# ---- block 1 ----
==> config.mk <==
export PLATFORM = sky130hd
export DESIGN_NAME = vga_timing_gen
export DESIGN_NICKNAME = d
export VERILOG_FILES = /design/src/rtl/vga_pkg.sv /design/src/rtl/vga_axis_counter.sv /design/src/rtl/vga_timing_gen.sv
export SDC_FILE = /design/constraint.sdc
export NUM_CORES = 1
export LEC_CHECK = 0
export ABC_AREA = 0
export CORE_MARGIN = 8
export CORE_UTILIZATION = 48
export DETAILED_ROUTE_END_ITERATION = 8
export GPL_ROUTABILITY_DRIVEN = 0
export HOLD_SLACK_MARGIN = 0.08
export PLACE_DENSITY = 0.76
export SLEW_MARGIN = 20
export SYNTH_ARGS = -nofsm -noshare
export SYNTH_HDL_FRONTEND = slang
export SYNTH_HIERARCHICAL = 1
export SYNTH_SLANG_ARGS = --single-unit
==> constraint.sdc <==
create_clock -name vga_clk -period 1.9 [get_ports vga_clk]
set_input_delay 0.38 -clock vga_clk [delete_from_list [all_inputs] [get_ports vga_clk]]
set_output_delay 0.38 -clock vga_clk [all_outputs]
set_load 0.005 [all_outputs]
==> src/rtl/vga_pkg.sv <==
// Shared VGA 640x480@60 raster constants and types.
// Imported by the timing generator, colour stage and sprite address logic.
package vga_pkg;

    localparam int unsigned H_ACT  = 640;
    localparam int unsigned H_FP   = 16;
    localparam int unsigned H_SYNC = 96;
    localparam int unsigned H_BP   = 48;
    localparam int unsigned V_ACT  = 480;
    localparam int unsigned V_FP   = 10;
    localparam int unsigned V_SYNC = 2;
    localparam int unsigned V_BP   = 33;

    localparam int unsigned H_TOT = H_ACT + H_FP + H_SYNC + H_BP;
    localparam int unsigned V_TOT = V_ACT + V_FP + V_SYNC + V_BP;

    localparam int unsigned HS_BEG = H_ACT + H_FP;
    localparam int unsigned HS_END = HS_BEG + H_SYNC - 1;
    localparam int unsigned VS_BEG = V_ACT + V_FP;
    localparam int unsigned VS_END = VS_BEG + V_SYNC - 1;

    localparam int unsigned PIC_X = 256;
    localparam int unsigned PIC_Y = 176;
    localparam int unsigned PIC_W = 128;
    localparam int unsigned PIC_H = 128;

    typedef logic [9:0] coord_t;

    // One registered raster sample, as seen by the colour stage.
    typedef struct packed {
        logic   hs_n;
        logic   vs_n;
        logic   act;
        logic   pic;
        logic   disp;
        logic   fs;
        coord_t h;
        coord_t v;
    } raster_t;

    localparam raster_t RASTER_IDLE = '{
        hs_n: 1'b1,
        vs_n: 1'b1,
        act:  1'b0,
        pic:  1'b0,
        disp: 1'b0,
        fs:   1'b0,
        h:    10'd0,
        v:    10'd0
    };

    // Inclusive range test on a raster coordinate.
    function automatic logic in_rng(coord_t x, coord_t lo, coord_t hi);
        return (x >= lo) && (x <= hi);
    endfunction

endpackage

==> src/rtl/vga_axis_counter.sv <==
// Wrapping raster axis counter with carry-out.
// Carry is asserted on the enabled cycle that wraps TOT-1 -> 0.
module vga_axis_counter #(
    parameter int unsigned TOT = 800
) (
    input  logic       clk,
    input  logic       rst_n,
    input  logic       en_i,
    output logic [9:0] cnt_o,
    output logic       wrap_o
);
    import vga_pkg::*;

    localparam coord_t LAST = coord_t'(TOT - 1);

    coord_t cnt_q;
    coord_t cnt_d;

    assign wrap_o = en_i && (cnt_q == LAST);
    assign cnt_o  = cnt_q;

    // Next count: hold, advance, or wrap back to the first visible position.
    always_comb begin
        cnt_d = cnt_q;
        if (en_i) begin
            if (cnt_q == LAST) begin
                cnt_d = '0;
            end else begin
                cnt_d = cnt_q + coord_t'(1);
            end
        end
    end

    // Counter state.
    always_ff @(posedge clk or negedge rst_n) begin
        if (!rst_n) begin
            cnt_q <= '0;
        end else begin
            cnt_q <= cnt_d;
        end
    end

endmodule

==> src/rtl/vga_timing_gen.sv <==
// VGA raster timing generator: counters, decode, one output register stage.
// All outputs are mutually aligned one clock after the counter state.
module vga_timing_gen #(
    parameter int unsigned H_ACT  = vga_pkg::H_ACT,
    parameter int unsigned H_FP   = vga_pkg::H_FP,
    parameter int unsigned H_SYNC = vga_pkg::H_SYNC,
    parameter int unsigned H_BP   = vga_pkg::H_BP,
    parameter int unsigned V_ACT  = vga_pkg::V_ACT,
    parameter int unsigned V_FP   = vga_pkg::V_FP,
    parameter int unsigned V_SYNC = vga_pkg::V_SYNC,
    parameter int unsigned V_BP   = vga_pkg::V_BP,
    parameter int unsigned PIC_X  = vga_pkg::PIC_X,
    parameter int unsigned PIC_Y  = vga_pkg::PIC_Y,
    parameter int unsigned PIC_W  = vga_pkg::PIC_W,
    parameter int unsigned PIC_H  = vga_pkg::PIC_H
) (
    input  logic       vga_clk,
    input  logic       rst_n,
    input  logic       display_en,
    output logic       hsync,
    output logic       vsync,
    output logic       data_read_active,
    output logic [9:0] h_addr,
    output logic [9:0] v_addr,
    output logic       picture_active,
    output logic       output_display,
    output logic       frame_start,
    output logic [7:0] frame_cnt
);
    import vga_pkg::*;

    localparam int unsigned HT = H_ACT + H_FP + H_SYNC + H_BP;
    localparam int unsigned VT = V_ACT + V_FP + V_SYNC + V_BP;

    localparam coord_t HA    = coord_t'(H_ACT);
    localparam coord_t VA    = coord_t'(V_ACT);
    localparam coord_t HS_LO = coord_t'(H_ACT + H_FP);
    localparam coord_t HS_HI = coord_t'(H_ACT + H_FP + H_SYNC - 1);
    localparam coord_t VS_LO = coord_t'(V_ACT + V_FP);
    localparam coord_t VS_HI = coord_t'(V_ACT + V_FP + V_SYNC - 1);
    localparam coord_t PX_LO = coord_t'(PIC_X);
    localparam coord_t PX_HI = coord_t'(PIC_X + PIC_W - 1);
    localparam coord_t PY_LO = coord_t'(PIC_Y);
    localparam coord_t PY_HI = coord_t'(PIC_Y + PIC_H - 1);

    coord_t     h_cnt;
    coord_t     v_cnt;
    logic       h_wrap;
    logic       v_wrap;
    logic       act;
    logic       origin_q;
    logic       seen_q;
    logic [7:0] frame_cnt_q;
    logic [7:0] frame_cnt_d;
    raster_t    raster_q;
    raster_t    raster_d;

    vga_axis_counter #(
        .TOT (HT)
    ) u_h_cnt (
        .clk    (vga_clk),
        .rst_n  (rst_n),
        .en_i   (1'b1),
        .cnt_o  (h_cnt),
        .wrap_o (h_wrap)
    );

    vga_axis_counter #(
        .TOT (VT)
    ) u_v_cnt (
        .clk    (vga_clk),
        .rst_n  (rst_n),
        .en_i   (h_wrap),
        .cnt_o  (v_cnt),
        .wrap_o (v_wrap)
    );

    // Decode the counter state into the next output sample.
    always_comb begin
        act           = (h_cnt < HA) && (v_cnt < VA);
        raster_d      = RASTER_IDLE;
        raster_d.hs_n = !in_rng(h_cnt, HS_LO, HS_HI);
        raster_d.vs_n = !in_rng(v_cnt, VS_LO, VS_HI);
        raster_d.act  = act;
        raster_d.pic  = act && in_rng(h_cnt, PX_LO, PX_HI)
                            && in_rng(v_cnt, PY_LO, PY_HI);
        raster_d.disp = act && display_en;
        raster_d.fs   = origin_q;
        raster_d.h    = act ? h_cnt : '0;
        raster_d.v    = act ? v_cnt : '0;
    end

    // The (0,0) after reset opens the first frame; later ones close a frame.
    always_comb begin
        frame_cnt_d = frame_cnt_q;
        if (origin_q && seen_q) begin
            frame_cnt_d = frame_cnt_q + 8'd1;
        end
    end

    // Output register stage; origin_q marks counter (0,0) without a wide compare.
    always_ff @(posedge vga_clk or negedge rst_n) begin
        if (!rst_n) begin
            raster_q    <= RASTER_IDLE;
            frame_cnt_q <= '0;
            seen_q      <= 1'b0;
            origin_q    <= 1'b1;
        end else begin
            raster_q    <= raster_d;
            frame_cnt_q <= frame_cnt_d;
            origin_q    <= v_wrap;
            if (origin_q) begin
                seen_q <= 1'b1;
            end
        end
    end

    assign hsync            = raster_q.hs_n;
    assign vsync            = raster_q.vs_n;
    assign data_read_active = raster_q.act;
    assign picture_active   = raster_q.pic;
    assign output_display   = raster_q.disp;
    assign frame_start      = raster_q.fs;
    assign h_addr           = raster_q.h;
    assign v_addr           = raster_q.v;
    assign frame_cnt        = frame_cnt_q;

endmodule

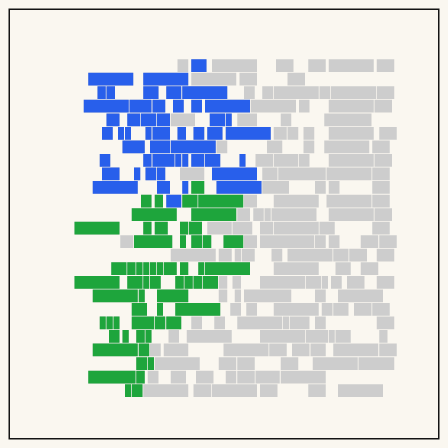
Figure 1: block 1, sub-block map.
Other cells in gray.
color	instance	cells
blue	u_v_cnt	50
green	u_h_cnt	59
post-route insts no fill: 319
Final Util: 0.639
total die size: 0.00739 mm2

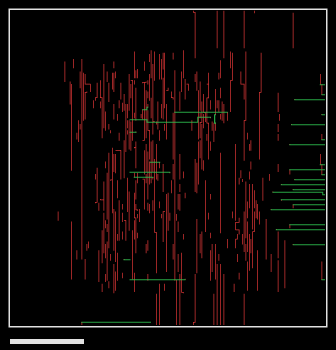
Figure 2: block 1, metal layers overlaid.
The bar under the picture is 20 um long. Two of the layers only.
color	layer	wire length
red	met2	1980 um
green	met3	249 um

==> flow_summary.ini <==
; implementation run metrics
[outcome]
run_status = complete, no violations

[floorplan]
num_rows = 25
top_level_ports = 37
core-area_mm2 = 0.00472

[synthesis]
numSynthFlops = 56
synth_largest_type_area_fraction = 0.564
yosysSeqAreaShare = 0.598
synth-adder-area-share = 0.0213
synthesis.area_per_instance_um2 = 12.1
ys_types = 47
synth.logic.top_family = simple AND/OR/NAND/NOR gates

[drt]
first_pass_iters = 5
top_layer = met4
drc = 0

[final_layout]
logic_area_um2 = 933
final_layout_top_logic_cell = sky130_fd_sc_hd__dfrtp_1
fin_nets = 258
multi_input_gate_share_of_the_layout_cell_area = 0.309
sequential_cell_area_mm2 = 0.00141
nClkBuffers = 6
clock_area_frac = 0.0402
synthToLayoutAreaGrowth_pct = 28.4
nNonClkInverters = 7

[sta]
fmaxAchievable_mhz = 582
grt_setup_unrepaired = false

[power_and_ir_drop]
intPower_uw = 1920
worst_ir_drop_vdd_uv = 512
power_frac_clock = 0.316
post-layout-total-power_uw = 2530

[flow_run]
openroad.warnings = 27

[setup_path]
timing.critical_path.to = hsync
crit_arrival_ns = 1.34
cp_num_buf_inv = 1

[clock_tree]
clk_root_buffer_cell = sky130_fd_sc_hd__clkbuf_8
postcts_setup_bufs = 0
numClockSinks = 56

[place]
port_buffer_cells = 36
dp_worst_setup_slack_ns = 0.171

# ---- block 2 ----
Figure 3. Cell area per tile (block 2).
9 x 9 tiles, from black (low) to pale yellow (high), 0 to 100% covered.
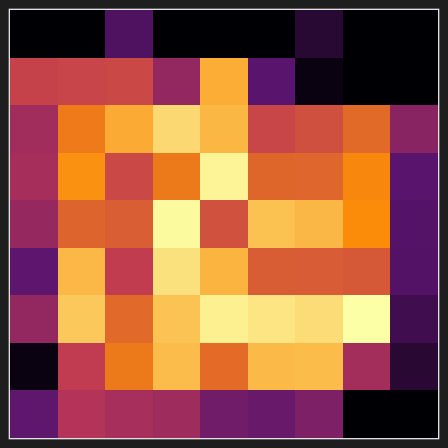
Figure 4. Metal layers overlaid (block 2).
The bar under the picture is 10 um long. Two of the layers only.
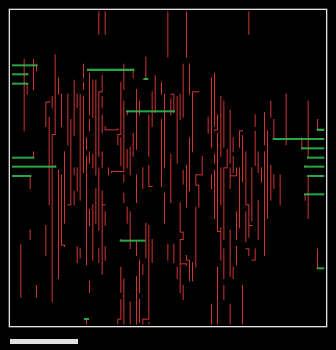
Figure 5. I/O pins on the die edge (block 2).
The bar under the picture is 10 um long. Pins as bars across the die edge, other pins in gray.
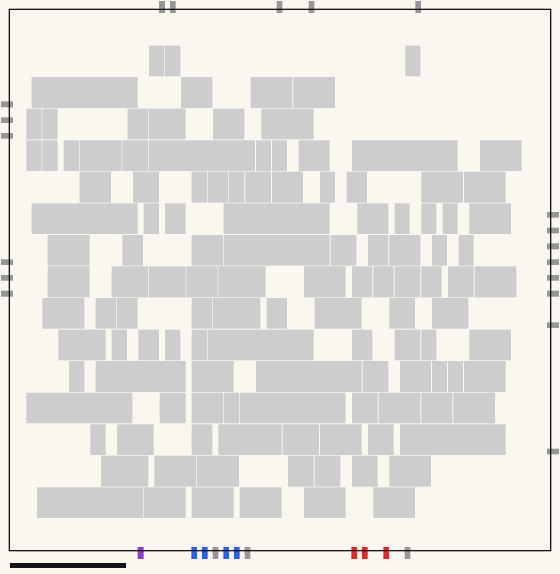
**config.mk**
```make
export PLATFORM = sky130hd
export DESIGN_NAME = ula_sequencer
export DESIGN_NICKNAME = d
export VERILOG_FILES = /design/src/rtl/ula_sequencer.sv
export SDC_FILE = /design/constraint.sdc
export NUM_CORES = 1
export LEC_CHECK = 0
export CORE_UTILIZATION = 45
export DETAILED_ROUTE_END_ITERATION = 7
export PLACE_DENSITY = 0.87
export SLEW_MARGIN = 20
export SYNTH_ARGS = -nofsm -noshare
export SYNTH_HDL_FRONTEND = slang
export SYNTH_SLANG_ARGS = --single-unit
```
**constraint.sdc**
```tcl
create_clock -name clock -period 5 [get_ports clock]
set_input_delay 0.5 -clock clock [delete_from_list [all_inputs] [get_ports clock]]
set_output_delay 0.5 -clock clock [all_outputs]
set_load 0.03 [all_outputs]
```
**src/rtl/ula_sequencer.sv**
```systemverilog
// ula_sequencer: control unit for the 4-bit ULA datapath (registers X, Y, Z).
// Accepts one instruction per valid/ready handshake. Each instruction becomes
// per-cycle register codes and ULA controls. All outputs are Moore outputs.
// Ports:
//   clock        system clock, rising edge
//   rst_n        asynchronous active-low reset
//   instr_valid  instruction present
//   instr_ready  high only in IDLE
//   opcode       instruction opcode (0 NOP .. 11 ACCADD, 12..15 illegal)
//   count        extra ACCADD iterations
//   tx, ty, tz   X/Y/Z register control codes (CLEAR/LOAD/HOLD)
//   ula_op       ULA operation select
//   sel_x        X input mux: 0 external operand, 1 Z feedback
//   done         one-cycle completion pulse
//   err          pulses with done for an illegal opcode
module ula_sequencer #(
  parameter logic [3:0] CODE_CLEAR = 4'd0,
  parameter logic [3:0] CODE_LOAD  = 4'd1,
  parameter logic [3:0] CODE_HOLD  = 4'd2,
  parameter int         CNT_W      = 4
) (
  input  logic             clock,
  input  logic             rst_n,
  input  logic             instr_valid,
  output logic             instr_ready,
  input  logic [3:0]       opcode,
  input  logic [CNT_W-1:0] count,
  output logic [3:0]       tx,
  output logic [3:0]       ty,
  output logic [3:0]       tz,
  output logic [2:0]       ula_op,
  output logic             sel_x,
  output logic             done,
  output logic             err
);
  localparam logic [3:0] OP_CLR = 4'd1, OP_LDX = 4'd2, OP_LDY = 4'd3;
  localparam logic [3:0] OP_ADD = 4'd4, OP_NOT = 4'd9, OP_MOV = 4'd10, OP_ACC = 4'd11;
  typedef enum logic [3:0] {IDLE, CLR, LDX, LDY, MOV, EXEC, WRITE, FEED, DONE} state_t;
  state_t state, state_n, dispatch;
  logic [3:0] op;
  logic [CNT_W-1:0] iter;
  logic accept;
  logic [2:0] alu_code;
  assign accept = instr_valid & instr_ready;
  // ACCADD always adds; the plain ALU opcodes map 4..9 onto selects 0..5
  assign alu_code = (op == OP_ACC) ? 3'd0 : 3'(op - OP_ADD);
  always_comb begin
    dispatch = DONE;
    if (opcode == OP_CLR) dispatch = CLR;
    else if (opcode == OP_LDX) dispatch = LDX;
    else if (opcode == OP_LDY) dispatch = LDY;
    else if (opcode == OP_MOV) dispatch = MOV;
    else if ((opcode >= OP_ADD && opcode <= OP_NOT) || opcode == OP_ACC) dispatch = EXEC;
  end
  always_ff @(posedge clock or negedge rst_n) begin
    if (!rst_n) begin
      state <= IDLE;
      op    <= '0;
      iter  <= '0;
    end else begin
      state <= state_n;
      if (accept) begin
        op   <= opcode;
        iter <= (opcode == OP_ACC) ? count : '0;
      end else if (state == FEED) begin
        iter <= iter - 1'b1;
      end
    end
  end
  always_comb begin
    state_n = state;
    unique case (state)
      IDLE:              state_n = accept ? dispatch : IDLE;
      CLR, LDX, LDY, MOV: state_n = DONE;
      EXEC:              state_n = WRITE;
      // FEED is only entered with iter != 0, so iter never wraps below zero
      WRITE:             state_n = (op == OP_ACC && iter != '0) ? FEED : DONE;
      FEED:              state_n = EXEC;
      DONE:              state_n = IDLE;
      default:           state_n = IDLE;
    endcase
  end
  always_comb begin
    tx          = CODE_HOLD;
    ty          = CODE_HOLD;
    tz          = CODE_HOLD;
    ula_op      = 3'd0;
    sel_x       = 1'b0;
    done        = 1'b0;
    err         = 1'b0;
    instr_ready = 1'b0;
    unique case (state)
      IDLE: instr_ready = 1'b1;
      CLR: begin
        tx = CODE_CLEAR;
        ty = CODE_CLEAR;
        tz = CODE_CLEAR;
      end
      LDX: tx = CODE_LOAD;
      LDY: ty = CODE_LOAD;
      MOV: begin
        tx    = CODE_LOAD;
        sel_x = 1'b1;
      end
      EXEC: ula_op = alu_code;
      WRITE: begin
        ula_op = alu_code;
        tz     = CODE_LOAD;
      end
      FEED: begin
        ula_op = alu_code;
        tx     = CODE_LOAD;
        sel_x  = 1'b1;
      end
      DONE: begin
        done = 1'b1;
        err  = op >= 4'd12;
      end
      default: ;
    endcase
  end
endmodule

```
==> flow_summary.ini <==
; implementation run metrics
[setup_path]
timing.critical_path.fanout_max = 11
timing.critical_path.to = err
worst_r2r_endpoint = iter[0]
reg2reg_depth = 4

[final_layout]
number_of_multi_input_combinational_cells = 81
sequential_cell_area_um2 = 300
drive_gt1_frac = 0.106
final_layout_top_logic_cell = sky130_fd_sc_hd__clkdlybuf4s50_1
clock_area_frac = 0.0201

[worst_hold_path]
hold_crit_path_type = reg2reg

[floorplan]
floorplan.die.height_um = 46.6
die-area_mm2 = 0.00217
core-area_mm2 = 0.00180

[power_and_ir_drop]
power_frac_clock = 0.112

[clock_tree]
numClockSinks = 12
clk_root_buffer_cell = sky130_fd_sc_hd__clkbuf_4

[sta]
timing.final.ws_setup_ns = 2.32
final_number_of_hold_violating_endpoints = 0

[place]
dp_worst_setup_slack_ns = 2.61
port_buffer_cells = 23

[synthesis]
yosys-top-cells-area = sky130_fd_sc_hd__dfrtp_1 34%, sky130_fd_sc_hd__buf_4 5.0%, sky130_fd_sc_hd__nor2_1 4.6%, sky130_fd_sc_hd__mux2_2 3.8%, sky130_fd_sc_hd__a21oi_1 3.4%
synthesis.area_per_instance_um2 = 8.59

[grt]
grt_first_pass_wirelength_um = 3190

[outcome]
run_status = complete, no violations
Notes on Figure 3 above:
nearly empty tiles	14%
densest ninth of the die	middle
fullest tile	100%
mean over tiles	50%
emptiest ninth of the die	top right
tiles over 75% full	27%

Notes on Figure 4 above:
color	layer	wire length
green	met3	58.7 um
red	met2	933 um

Notes on Figure 5 above:
color	port	pins	direction	edge
purple	clock	1	input	bottom
red	ula_op	3	output	bottom
blue	opcode	4	input	bottom


# ---- block 3 ----
[src/rtl/mem_access_unit.sv]
// Load/store unit between a core request port and a word-wide data memory.
// Handles byte/half/word accesses, sign extension and read-modify-write sub-word stores.
module mem_access_unit #(
  parameter int MEM_DEPTH = 64
) (
  input  logic        clk,
  input  logic        rst,
  input  logic        req_valid,
  output logic        req_ready,
  input  logic        req_we,
  input  logic [1:0]  req_size,
  input  logic        req_signed,
  input  logic [31:0] req_addr,
  input  logic [31:0] req_wdata,
  output logic        rsp_valid,
  output logic [31:0] rsp_rdata,
  output logic        rsp_err,
  output logic [31:0] mem_a,
  output logic [31:0] mem_wd,
  output logic        mem_we,
  input  logic [31:0] mem_rd
);

  typedef enum logic [1:0] {
    S_IDLE  = 2'd0,
    S_READ  = 2'd1,
    S_WRITE = 2'd2,
    S_RESP  = 2'd3
  } state_t;

  localparam logic [1:0]  SZ_BYTE   = 2'b00;
  localparam logic [1:0]  SZ_HALF   = 2'b01;
  localparam logic [1:0]  SZ_WORD   = 2'b10;
  localparam logic [1:0]  SZ_ILL    = 2'b11;
  localparam logic [29:0] DEPTH_IDX = 30'(MEM_DEPTH);

  state_t      r_state;
  state_t      w_state_next;

  logic        r_we;
  logic [1:0]  r_size;
  logic        r_signed;
  logic [31:0] r_addr;
  logic [31:0] r_wdata;
  logic [31:0] r_rdword;
  logic        r_err;

  logic        w_accept;
  logic        w_size_bad;
  logic        w_misalign;
  logic        w_oob;
  logic        w_req_err;
  logic [31:0] w_index;
  logic [7:0]  w_byte_sel;
  logic [15:0] w_half_sel;
  logic [31:0] w_load_data;
  logic [31:0] w_merged;

  assign req_ready = (r_state == S_IDLE) && !rst;
  assign w_accept  = req_valid && req_ready;

  // Request legality is judged on the live request so the error path needs no extra state.
  assign w_size_bad = (req_size == SZ_ILL);
  assign w_misalign = ((req_size == SZ_HALF) && req_addr[0]) ||
                      ((req_size == SZ_WORD) && (req_addr[1:0] != 2'b00));
  assign w_oob      = (req_addr[31:2] >= DEPTH_IDX);
  assign w_req_err  = w_size_bad || w_misalign || w_oob;

  assign w_index = {2'b00, r_addr[31:2]};

  // State register
  always_ff @(posedge clk) begin
    if (rst) begin
      r_state <= S_IDLE;
    end else begin
      r_state <= w_state_next;
    end
  end

  // Next-state logic
  always_comb begin
    w_state_next = r_state;
    case (r_state)
      S_IDLE: begin
        if (w_accept) begin
          if (w_req_err) begin
            w_state_next = S_RESP;
          end else if (req_we && (req_size == SZ_WORD)) begin
            w_state_next = S_WRITE;
          end else begin
            w_state_next = S_READ;
          end
        end
      end
      S_READ:  w_state_next = r_we ? S_WRITE : S_RESP;
      S_WRITE: w_state_next = S_RESP;
      S_RESP:  w_state_next = S_IDLE;
      default: w_state_next = S_IDLE;
    endcase
  end

  // Request capture and read-word register
  always_ff @(posedge clk) begin
    if (rst) begin
      r_we     <= 1'b0;
      r_size   <= 2'b00;
      r_signed <= 1'b0;
      r_addr   <= 32'h0;
      r_wdata  <= 32'h0;
      r_rdword <= 32'h0;
      r_err    <= 1'b0;
    end else begin
      if (w_accept) begin
        r_we     <= req_we;
        r_size   <= req_size;
        r_signed <= req_signed;
        r_addr   <= req_addr;
        r_wdata  <= req_wdata;
        r_err    <= w_req_err;
      end
      if (r_state == S_READ) begin
        r_rdword <= mem_rd;
      end
    end
  end

  // Load lane extraction and extension
  assign w_byte_sel = r_rdword[{r_addr[1:0], 3'b000} +: 8];
  assign w_half_sel = r_rdword[{r_addr[1], 4'b0000} +: 16];

  always_comb begin
    w_load_data = r_rdword;
    case (r_size)
      SZ_BYTE: w_load_data = {{24{r_signed & w_byte_sel[7]}}, w_byte_sel};
      SZ_HALF: w_load_data = {{16{r_signed & w_half_sel[15]}}, w_half_sel};
      default: w_load_data = r_rdword;
    endcase
  end

  // Sub-word store merge: each byte lane takes new data only if the access covers it.
  genvar gi;
  generate
    for (gi = 0; gi < 4; gi++) begin : g_lane
      logic       w_lane_hit;
      logic [7:0] w_lane_src;

      assign w_lane_hit = ((r_size == SZ_BYTE) && (r_addr[1:0] == 2'(gi))) ||
                          ((r_size == SZ_HALF) && (r_addr[1] == 1'(gi / 2)));
      assign w_lane_src = (r_size == SZ_BYTE) ? r_wdata[7:0] : r_wdata[8*(gi%2) +: 8];
      assign w_merged[8*gi +: 8] = w_lane_hit ? w_lane_src : r_rdword[8*gi +: 8];
    end
  endgenerate

  // Output logic
  always_comb begin
    mem_a     = 32'h0;
    mem_wd    = 32'h0;
    mem_we    = 1'b0;
    rsp_valid = 1'b0;
    rsp_rdata = 32'h0;
    rsp_err   = 1'b0;
    case (r_state)
      S_READ: begin
        mem_a = w_index;
      end
      S_WRITE: begin
        mem_a  = w_index;
        mem_wd = (r_size == SZ_WORD) ? r_wdata : w_merged;
        mem_we = 1'b1;
      end
      S_RESP: begin
        rsp_valid = 1'b1;
        rsp_err   = r_err;
        rsp_rdata = (r_err || r_we) ? 32'h0 : w_load_data;
      end
      default: begin
      end
    endcase
  end

endmodule

[config.mk]
export PLATFORM = sky130hd
export DESIGN_NAME = mem_access_unit
export DESIGN_NICKNAME = d
export VERILOG_FILES = /design/src/rtl/mem_access_unit.sv
export SDC_FILE = /design/constraint.sdc
export NUM_CORES = 1
export LEC_CHECK = 0
export ABC_CLOCK_PERIOD_IN_PS = 1850
export CAP_MARGIN = 5
export CORE_MARGIN = 2
export CORE_UTILIZATION = 39
export CTS_CLUSTER_DIAMETER = 150
export DETAILED_ROUTE_END_ITERATION = 8
export PLACE_DENSITY = 0.67
export RECOVER_POWER = 50
export SYNTH_ARGS = -nofsm -noshare
export SYNTH_HDL_FRONTEND = slang
export SYNTH_SLANG_ARGS = --single-unit
[constraint.sdc]
create_clock -name clk -period 1.85 [get_ports clk]
set_clock_uncertainty 0.05 [all_clocks]
set_input_delay 0.37 -clock clk [delete_from_list [all_inputs] [get_ports clk]]
set_output_delay 0.37 -clock clk [all_outputs]
set_load 0.005 [all_outputs]
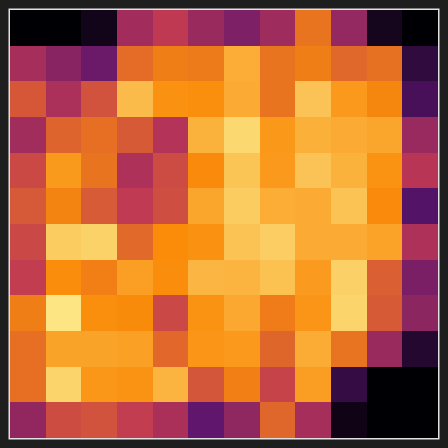
Figure 6: block 3, cell area per tile.
12 x 12 tiles, from black (low) to pale yellow (high), 0 to 100% covered.
emptiest ninth of the die	bottom right
tiles over 75% full	40%
fullest tile	94%
mean over tiles	61%

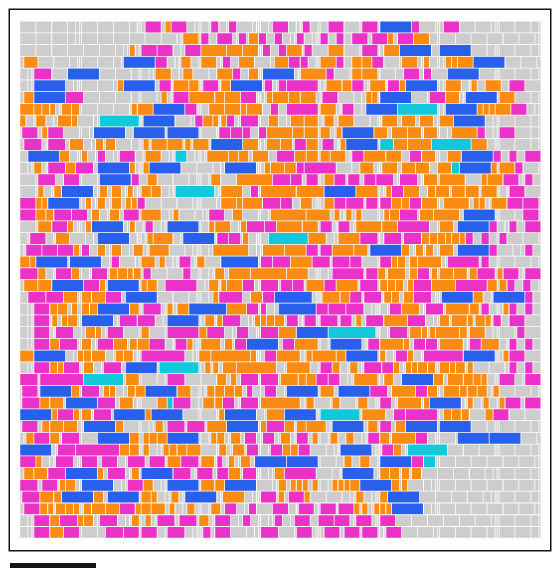
Figure 7: block 3, placed cells, one color a class.
The bar under the picture is 20 um long. Fill, decap, tap and diode cells in gray.
color	class	cells	share of their area
magenta	other buffers and delay cells	350	34%
blue	flip-flops	103	22%
orange	all other logic	554	42%
cyan	clock drivers and dummy loads	15	3.0%

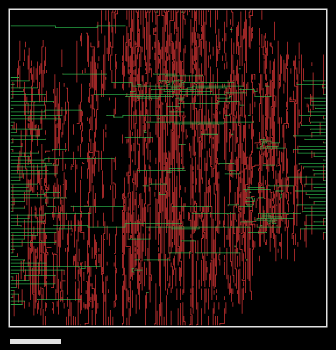
Figure 8: block 3, metal layers overlaid.
The bar under the picture is 20 um long. Two of the layers only.
color	layer	wire length
green	met3	1910 um
red	met2	10800 um

==> flow_summary.ini <==
; implementation run metrics
[outcome]
run_status = finished, violations left
violated_checks = setup timing

[floorplan]
nWellTaps = 184
top_level_ports = 203

[synthesis]
synth.yosys.num_cells = 712
postSynthCellCount = 712
ys_types = 45
synth-async-reset-ratio = 0
post_synth_most_frequent_cells = 103 x sky130_fd_sc_hd__dfxtp_1, 100 x sky130_fd_sc_hd__nand2_1, 69 x sky130_fd_sc_hd__nand2b_1, 59 x sky130_fd_sc_hd__mux2i_1, 54 x sky130_fd_sc_hd__o21ai_1

[final_layout]
num_antenna_cells = 0
flop-count = 103
relative_area_of_non_clock_buffer_cells_in_the_final_design = 0.330
clock_area_frac = 0.0294

[place]
place.detailed.instances = 1132
dp_worst_setup_slack_ns = -0.541

[power_and_ir_drop]
highest_power_group = combinational cells
pg_seq_uw = 3230
power.sequential.fraction = 0.270

[drt]
route.antenna.remaining_nets = 0
via_per_inst = 5.32

[clock_tree]
clk_path_buf_depth = 2
cts_tree = built

[sta]
timing.final.ws_setup_ns = -0.574
timing.final.crit_share = 1.31
timing.final.setup_violations = 159
grt_setup_unrepaired = true

[setup_path]
worst_r2r_endpoint = r_addr[29]

[grt]
groute.layer.met2.usage = 0.460

